# ---- tri_bus_arb_flat ----
**tri_bus_arb_flat: register map, names as in the netlist**

Other sequential cells in the stronger gray, the rest of the logic in the fainter gray.
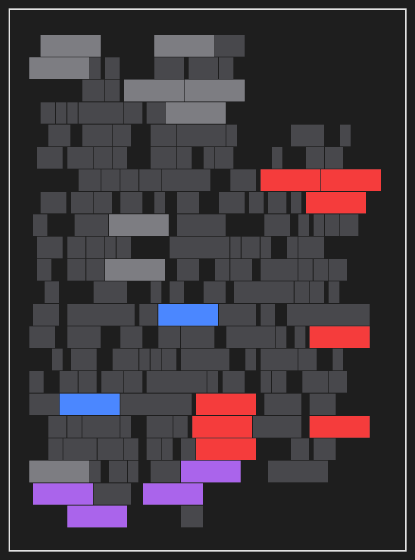

===== config.mk =====
export PLATFORM = sky130hd
export DESIGN_NAME = tri_bus_arb_flat
export DESIGN_NICKNAME = d
export VERILOG_FILES = /design/src/rtl/tri_bus_arb_if.sv /design/src/rtl/tri_bus_arb.sv /design/src/flat_wrapper.sv
export SDC_FILE = /design/constraint.sdc
export NUM_CORES = 1
export LEC_CHECK = 0
export CAP_MARGIN = 20
export CORE_ASPECT_RATIO = 1.4
export CORE_MARGIN = 2
export CORE_UTILIZATION = 48
export DETAILED_ROUTE_END_ITERATION = 6
export GPL_TIMING_DRIVEN = 0
export HOLD_SLACK_MARGIN = 0.03
export PLACE_DENSITY = 0.74
export REMOVE_ABC_BUFFERS = 1
export SETUP_SLACK_MARGIN = 0.15
export SYNTH_ARGS = -nofsm -noshare
export SYNTH_HDL_FRONTEND = slang
export SYNTH_SLANG_ARGS = --single-unit
export TNS_END_PERCENT = 1

===== constraint.sdc =====
create_clock -name clk -period 1.8 [get_ports clk]
set_input_delay 0.54 -clock clk [delete_from_list [all_inputs] [get_ports clk]]
set_output_delay 0.54 -clock clk [all_outputs]
set_load 0.05 [all_outputs]

===== src/rtl/tri_bus_arb_if.sv =====
// Shared tristate-bus arbitration bundle: requester
// strobes in, registered drive enables and owner status out.
interface tri_bus_arb_if #(
    parameter int N = 4
);
    localparam int W = $clog2(N);

    logic [N-1:0] req;
    logic [N-1:0] done;
    logic [N-1:0] en;
    logic [W-1:0] gnt_id;
    logic         busy;

    modport master (
        output req,
        output done,
        input  en,
        input  gnt_id,
        input  busy
    );

    modport slave (
        input  req,
        input  done,
        output en,
        output gnt_id,
        output busy
    );
endinterface


===== src/rtl/tri_bus_arb.sv =====
// Round-robin owner arbiter for a shared tristate bus with
// bounded bursts and an enforced idle turnaround between owners.
module tri_bus_arb #(
    parameter int N    = 4,
    parameter int MAXB = 8,
    parameter int TURN = 1
) (
    input  logic         clk,
    input  logic         rst,
    tri_bus_arb_if.slave bus
);
    localparam int W = $clog2(N);
    localparam logic [7:0] MAXB_C = 8'(MAXB);
    localparam logic [3:0] TURN_C = 4'(TURN);
    localparam logic [N-1:0] ONE = N'(1);

    typedef enum logic [1:0] {
        IDLE,
        GRANT,
        TURNAROUND
    } state_t;

    state_t       state;
    logic [7:0]   burst;
    logic [3:0]   tcnt;
    logic [W-1:0] last;

    logic [W-1:0] win;
    logic [W-1:0] idx;
    logic         found;
    logic         any_req;
    logic         rel;

    // Search starts just past the previous owner so it ranks last.
    always_comb begin
        win   = last;
        idx   = last;
        found = 1'b0;
        for (int i = 1; i <= N; i++) begin
            idx = W'((int'(last) + i) % N);
            if (!found && bus.req[idx]) begin
                win   = idx;
                found = 1'b1;
            end
        end
    end

    assign any_req = |bus.req;
    assign rel = !bus.req[bus.gnt_id]
               || bus.done[bus.gnt_id]
               || (burst == MAXB_C);

    always_ff @(posedge clk) begin
        if (rst) begin
            state      <= IDLE;
            bus.en     <= '0;
            bus.busy   <= 1'b0;
            bus.gnt_id <= '0;
            burst      <= '0;
            tcnt       <= '0;
            last       <= W'(N - 1);
        end else begin
            unique case (state)
                IDLE: begin
                    if (any_req) begin
                        state      <= GRANT;
                        bus.en     <= ONE << win;
                        bus.busy   <= 1'b1;
                        bus.gnt_id <= win;
                        last       <= win;
                        burst      <= 8'd1;
                    end
                end
                GRANT: begin
                    if (rel) begin
                        state    <= TURNAROUND;
                        bus.en   <= '0;
                        bus.busy <= 1'b0;
                        burst    <= '0;
                        tcnt     <= 4'd1;
                    end else begin
                        burst <= burst + 8'd1;
                    end
                end
                TURNAROUND: begin
                    if (tcnt == TURN_C) begin
                        tcnt <= '0;
                        if (any_req) begin
                            state      <= GRANT;
                            bus.en     <= ONE << win;
                            bus.busy   <= 1'b1;
                            bus.gnt_id <= win;
                            last       <= win;
                            burst      <= 8'd1;
                        end else begin
                            state <= IDLE;
                        end
                    end else begin
                        tcnt <= tcnt + 4'd1;
                    end
                end
                default: state <= IDLE;
            endcase
        end
    end
endmodule


===== src/flat_wrapper.sv =====
// flat-port wrapper written by rule: the top's interface ports become plain ports
module tri_bus_arb_flat 
#(
    parameter int N    = 4,
    parameter int MAXB = 8,
    parameter int TURN = 1
)
  (clk, rst, bus_req, bus_done, bus_en, bus_gnt_id, bus_busy);
  tri_bus_arb_if #(.N(N)) bus_i ();
  input  logic clk;
  input  logic rst;
  input wire logic [$bits(bus_i.req)-1:0] bus_req;
  input wire logic [$bits(bus_i.done)-1:0] bus_done;
  output wire logic [$bits(bus_i.en)-1:0] bus_en;
  output wire logic [$bits(bus_i.gnt_id)-1:0] bus_gnt_id;
  output wire logic [$bits(bus_i.busy)-1:0] bus_busy;
  assign bus_i.req = bus_req;
  assign bus_i.done = bus_done;
  assign bus_en = bus_i.en;
  assign bus_gnt_id = bus_i.gnt_id;
  assign bus_busy = bus_i.busy;
  tri_bus_arb #(.N(N), .MAXB(MAXB), .TURN(TURN)) u_core (.clk(clk), .rst(rst), .bus(bus_i));
endmodule

# ---- viterbi_rx ----
$ cat config.mk
export PLATFORM = sky130hd
export DESIGN_NAME = viterbi_rx
export DESIGN_NICKNAME = d
export VERILOG_FILES = /design/src/rtl/viterbi_rx.sv
export SDC_FILE = /design/constraint.sdc
export NUM_CORES = 1
export LEC_CHECK = 0
export CAP_MARGIN = 20
export CORE_MARGIN = 4
export CORE_UTILIZATION = 66
export CTS_BUF_LIST = sky130_fd_sc_hd__clkbuf_2
export DETAILED_ROUTE_END_ITERATION = 7
export HOLD_SLACK_MARGIN = 0.08
export MAX_ROUTING_LAYER = met4
export PLACE_DENSITY = 0.87
export SYNTH_ARGS = -nofsm -noshare
export SYNTH_HDL_FRONTEND = slang
export SYNTH_SLANG_ARGS = --single-unit
$ cat constraint.sdc
create_clock -name Clock -period 20.7 [get_ports Clock]
set_clock_uncertainty 0.1 [all_clocks]
set_input_delay 3.105 -clock Clock [delete_from_list [all_inputs] [get_ports Clock]]
set_output_delay 3.105 -clock Clock [all_outputs]
set_load 0.02 [all_outputs]
$ cat src/rtl/viterbi_rx.sv
// Hard-decision Viterbi receiver for the K=3, rate-1/2 code (G0=111, G1=101).
// Rebuilds symbols from the serial coded stream; 4-state ACS with register-exchange survivors.
module viterbi_rx #(
    parameter int D = 16,
    parameter int W = 6
) (
    input  logic Clock,
    input  logic reset,
    input  logic in,
    output logic decoded,
    output logic valid,
    output logic error
);
    // state | meaning
    // PH_C0 | waiting for c0 of the next symbol
    // PH_C1 | c0 held; this edge completes the symbol and runs ACS
    typedef enum logic {PH_C0 = 1'b0, PH_C1 = 1'b1} phase_t;

    localparam int              CW       = $clog2(D + 1);
    localparam logic [W-1:0]    PM_MAX   = {W{1'b1}};
    localparam logic [W-1:0]    PM_INIT  = W'(8);
    localparam logic [CW-1:0]   CNT_FULL = CW'(D);

    phase_t        phase_q, phase_d;
    logic          c0_q, c0_d;
    logic [W-1:0]  pm_q [4];
    logic [W-1:0]  pm_d [4];
    logic [D-2:0]  sv_q [4];
    logic [D-2:0]  sv_d [4];
    logic [CW-1:0] cnt_q, cnt_d;
    logic          decoded_q, decoded_d;
    logic          valid_q, valid_d;
    logic          error_q, error_d;

    logic [1:0]    bm     [4][2];
    logic [W:0]    sum    [4][2];
    logic [W-1:0]  cand   [4][2];
    logic [W-1:0]  win    [4];
    logic [1:0]    pred   [4];
    logic [D-1:0]  sv_ext [4];
    logic [W-1:0]  pm_new [4];
    logic [W-1:0]  pm_min;
    logic [1:0]    best;

    // Next state n = {u, a}; predecessors {a, b}; expected pair c0 = u^a^b, c1 = u^b.
    always_comb begin
        for (int n = 0; n < 4; n++) begin
            for (int b = 0; b < 2; b++) begin
                bm[n][b]   = {1'b0, c0_q ^ n[1] ^ n[0] ^ b[0]} + {1'b0, in ^ n[1] ^ b[0]};
                sum[n][b]  = {1'b0, pm_q[{n[0], b[0]}]} + {{(W-1){1'b0}}, bm[n][b]};
                cand[n][b] = (sum[n][b] >= {1'b0, PM_MAX}) ? PM_MAX : sum[n][b][W-1:0];
            end
            pred[n]   = (cand[n][1] < cand[n][0]) ? {n[0], 1'b1} : {n[0], 1'b0};
            win[n]    = (cand[n][1] < cand[n][0]) ? cand[n][1] : cand[n][0];
            sv_ext[n] = {sv_q[pred[n]], n[1]};
        end
        pm_min = win[0];
        for (int n = 1; n < 4; n++) begin
            if (win[n] < pm_min) pm_min = win[n];
        end
        for (int n = 0; n < 4; n++) begin
            pm_new[n] = win[n] - pm_min;
        end
        best = 2'd0;
        for (int n = 1; n < 4; n++) begin
            if (pm_new[n] < pm_new[best]) best = 2'(n);
        end
    end

    always_comb begin
        phase_d   = (phase_q == PH_C0) ? PH_C1 : PH_C0;
        c0_d      = c0_q;
        pm_d      = pm_q;
        sv_d      = sv_q;
        cnt_d     = cnt_q;
        decoded_d = decoded_q;
        valid_d   = valid_q;
        error_d   = 1'b0;
        if (phase_q == PH_C0) begin
            c0_d = in;
        end else begin
            for (int n = 0; n < 4; n++) begin
                pm_d[n] = pm_new[n];
                sv_d[n] = sv_ext[n][D-2:0];
            end
            cnt_d     = (cnt_q == CNT_FULL) ? cnt_q : cnt_q + CW'(1);
            valid_d   = valid_q | (cnt_d == CNT_FULL);
            decoded_d = sv_ext[best][D-1];
            error_d   = (pm_min != '0);
        end
    end

    always_ff @(posedge Clock) begin
        if (reset) begin
            phase_q   <= PH_C0;
            c0_q      <= 1'b0;
            pm_q[0]   <= '0;
            for (int n = 1; n < 4; n++) pm_q[n] <= PM_INIT;
            for (int n = 0; n < 4; n++) sv_q[n] <= '0;
            cnt_q     <= '0;
            decoded_q <= 1'b0;
            valid_q   <= 1'b0;
            error_q   <= 1'b0;
        end else begin
            phase_q   <= phase_d;
            c0_q      <= c0_d;
            pm_q      <= pm_d;
            sv_q      <= sv_d;
            cnt_q     <= cnt_d;
            decoded_q <= decoded_d;
            valid_q   <= valid_d;
            error_q   <= error_d;
        end
    end

    assign decoded = decoded_q;
    assign valid   = valid_q;
    assign error   = error_q;
endmodule

**tri_bus_arb_flat: clock wiring as the flow saved it**

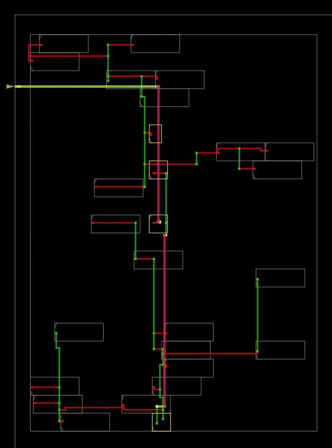
Max Clock Skew: 0.00684 ns
clock sink count: 23
clock latency (worst-skew pair): 0.32 ns
CTS Buf Count: 3

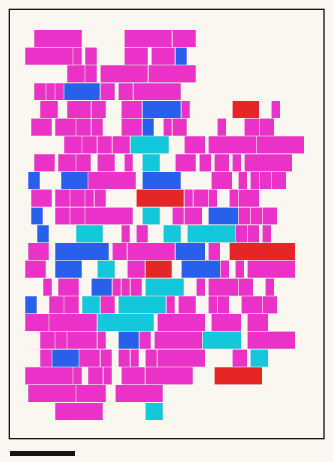
**Above:** tri_bus_arb_flat (sizing map).
Bar = 10 um.
[cyan] _3 and _4 cells | cells: 14
[blue] _2 cells | cells: 18
[red] _6 and larger | cells: 5
[magenta] _0 and _1 cells | cells: 137
Non-clk bufs: 25
Setup WS post-layout: 0.0825 ns
Area Growth Syn to Fin: 28.9%
post-layout instance area: 1670 sq um

About 'register map, names as in the netlist' of tri_bus_arb_flat:
[blue] `u_core.state` | flops: 2
[red] `u_core.burst` | flops: 8
[purple] `u_core.tcnt` | flops: 4
not colored: 9

==> impl_metrics.env, tri_bus_arb_flat <==
# flow metrics
export IMPL_fin_crit_sh=0.954
export IMPL_hold_buffers=0
export IMPL_start_kind="register"
export IMPL_tap_cells=36
export IMPL_avgSynthCellArea_sq_um=8.60
export IMPL_status="completed"
export IMPL_hpwlAfterDp_mm=1.98
export IMPL_preCtsSetupSlack_ns=-0.698
export IMPL_synth_xor_area_share=0.00674
export IMPL_largest_area_cell="dfxtp_1"
export IMPL_holdWs_ns=0.490
export IMPL_via_per_inst=5.76
export IMPL_grt_busiest_layer="met2"
export IMPL_setup_viol=0
export IMPL_layoutNonFillerInstCount=210
export IMPL_rsz0062_at_grt="true"
export IMPL_cp_num_buf_inv=1
export IMPL_nClkBuffers=3
export IMPL_synthCells=151
export IMPL_hold_path_depth=2
-- tri_bus_arb_flat: registers in the layout, summed over array words and instances, names as in the netlist --
name               cells
u_core.bus.gnt_id      2
u_core.last            2
u_core.state           2
u_core.bus.en          4
u_core.burst           8
u_core.bus.busy        1
u_core.tcnt            4
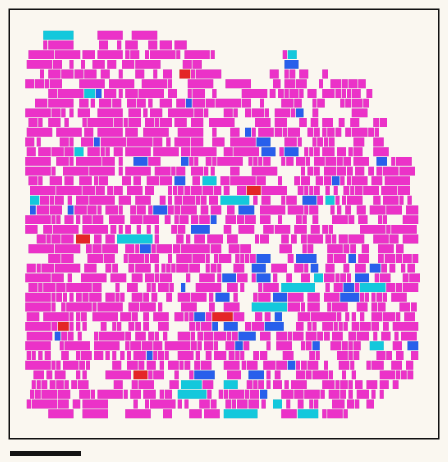
**Above:** viterbi_rx (sizing map).
Bar = 20 um.
[blue] _2 cells | cells: 51
[magenta] _0 and _1 cells | cells: 935
[cyan] _3 and _4 cells | cells: 20
[red] _6 and larger | cells: 6
post-layout instance area: 8440 sq um
Setup WS post-layout: 1.89 ns
Area Growth Syn to Fin: 2.07%
Non-clk bufs: 11

==> impl_metrics.env, viterbi_rx <==
# flow metrics
export IMPL_final_antenna_net_count=0
export IMPL_nClkBuffers=9
export IMPL_grt_pass1_vias=6891
export IMPL_worst_path_largest_cell_delay_ns=0.65
export IMPL_htree_levels=3
export IMPL_critPathArrivalTime_ns=19.25
export IMPL_status="completed"
export IMPL_cts_tree="done"
export IMPL_clock_fmax_ghz=0.0532
export IMPL_synthCells=1044
export IMPL_hold_path_depth=2
export IMPL_lay_top_count="nor2_1"
==> viterbi_rx: registers in the layout, indices dropped and copies added, names as in the netlist <==
name and count:
pm_q 24, valid 1, c0_q 1, cnt_q 5
sv_q 55, decoded 1, error 1, phase_q 1
==> viterbi_rx: cell families (layout without fill, tap and decap cells) <==
kind of cell / Yosys count / after routing / share of synthesized area
fa+ha+maj: 75 / 75 / 0.114
buf+inv: 114 / 82 / 0.0582
compound gates: 281 / 281 / 0.245
other cells: 0 / 1 / 0
mux: 100 / 100 / 0.126
simple gates: 328 / 328 / 0.180
xor+xnor: 57 / 57 / 0.0620
flops: 89 / 89 / 0.215


## Gallery

Clock wires, drivers and flops.
picture 1
Bar = 20 um.
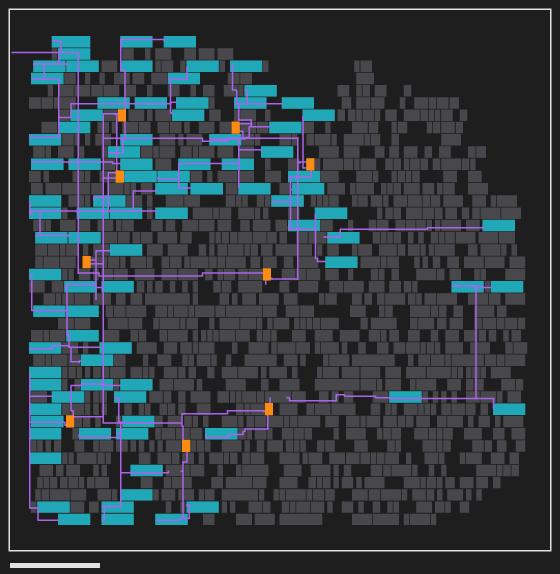
picture 2
Bar = 10 um.
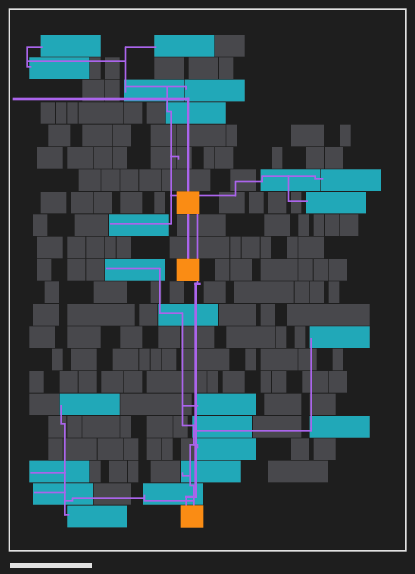
- tri_bus_arb_flat = picture 2
- viterbi_rx = picture 1
- most sequential cells: picture 1
- largest die: picture 1

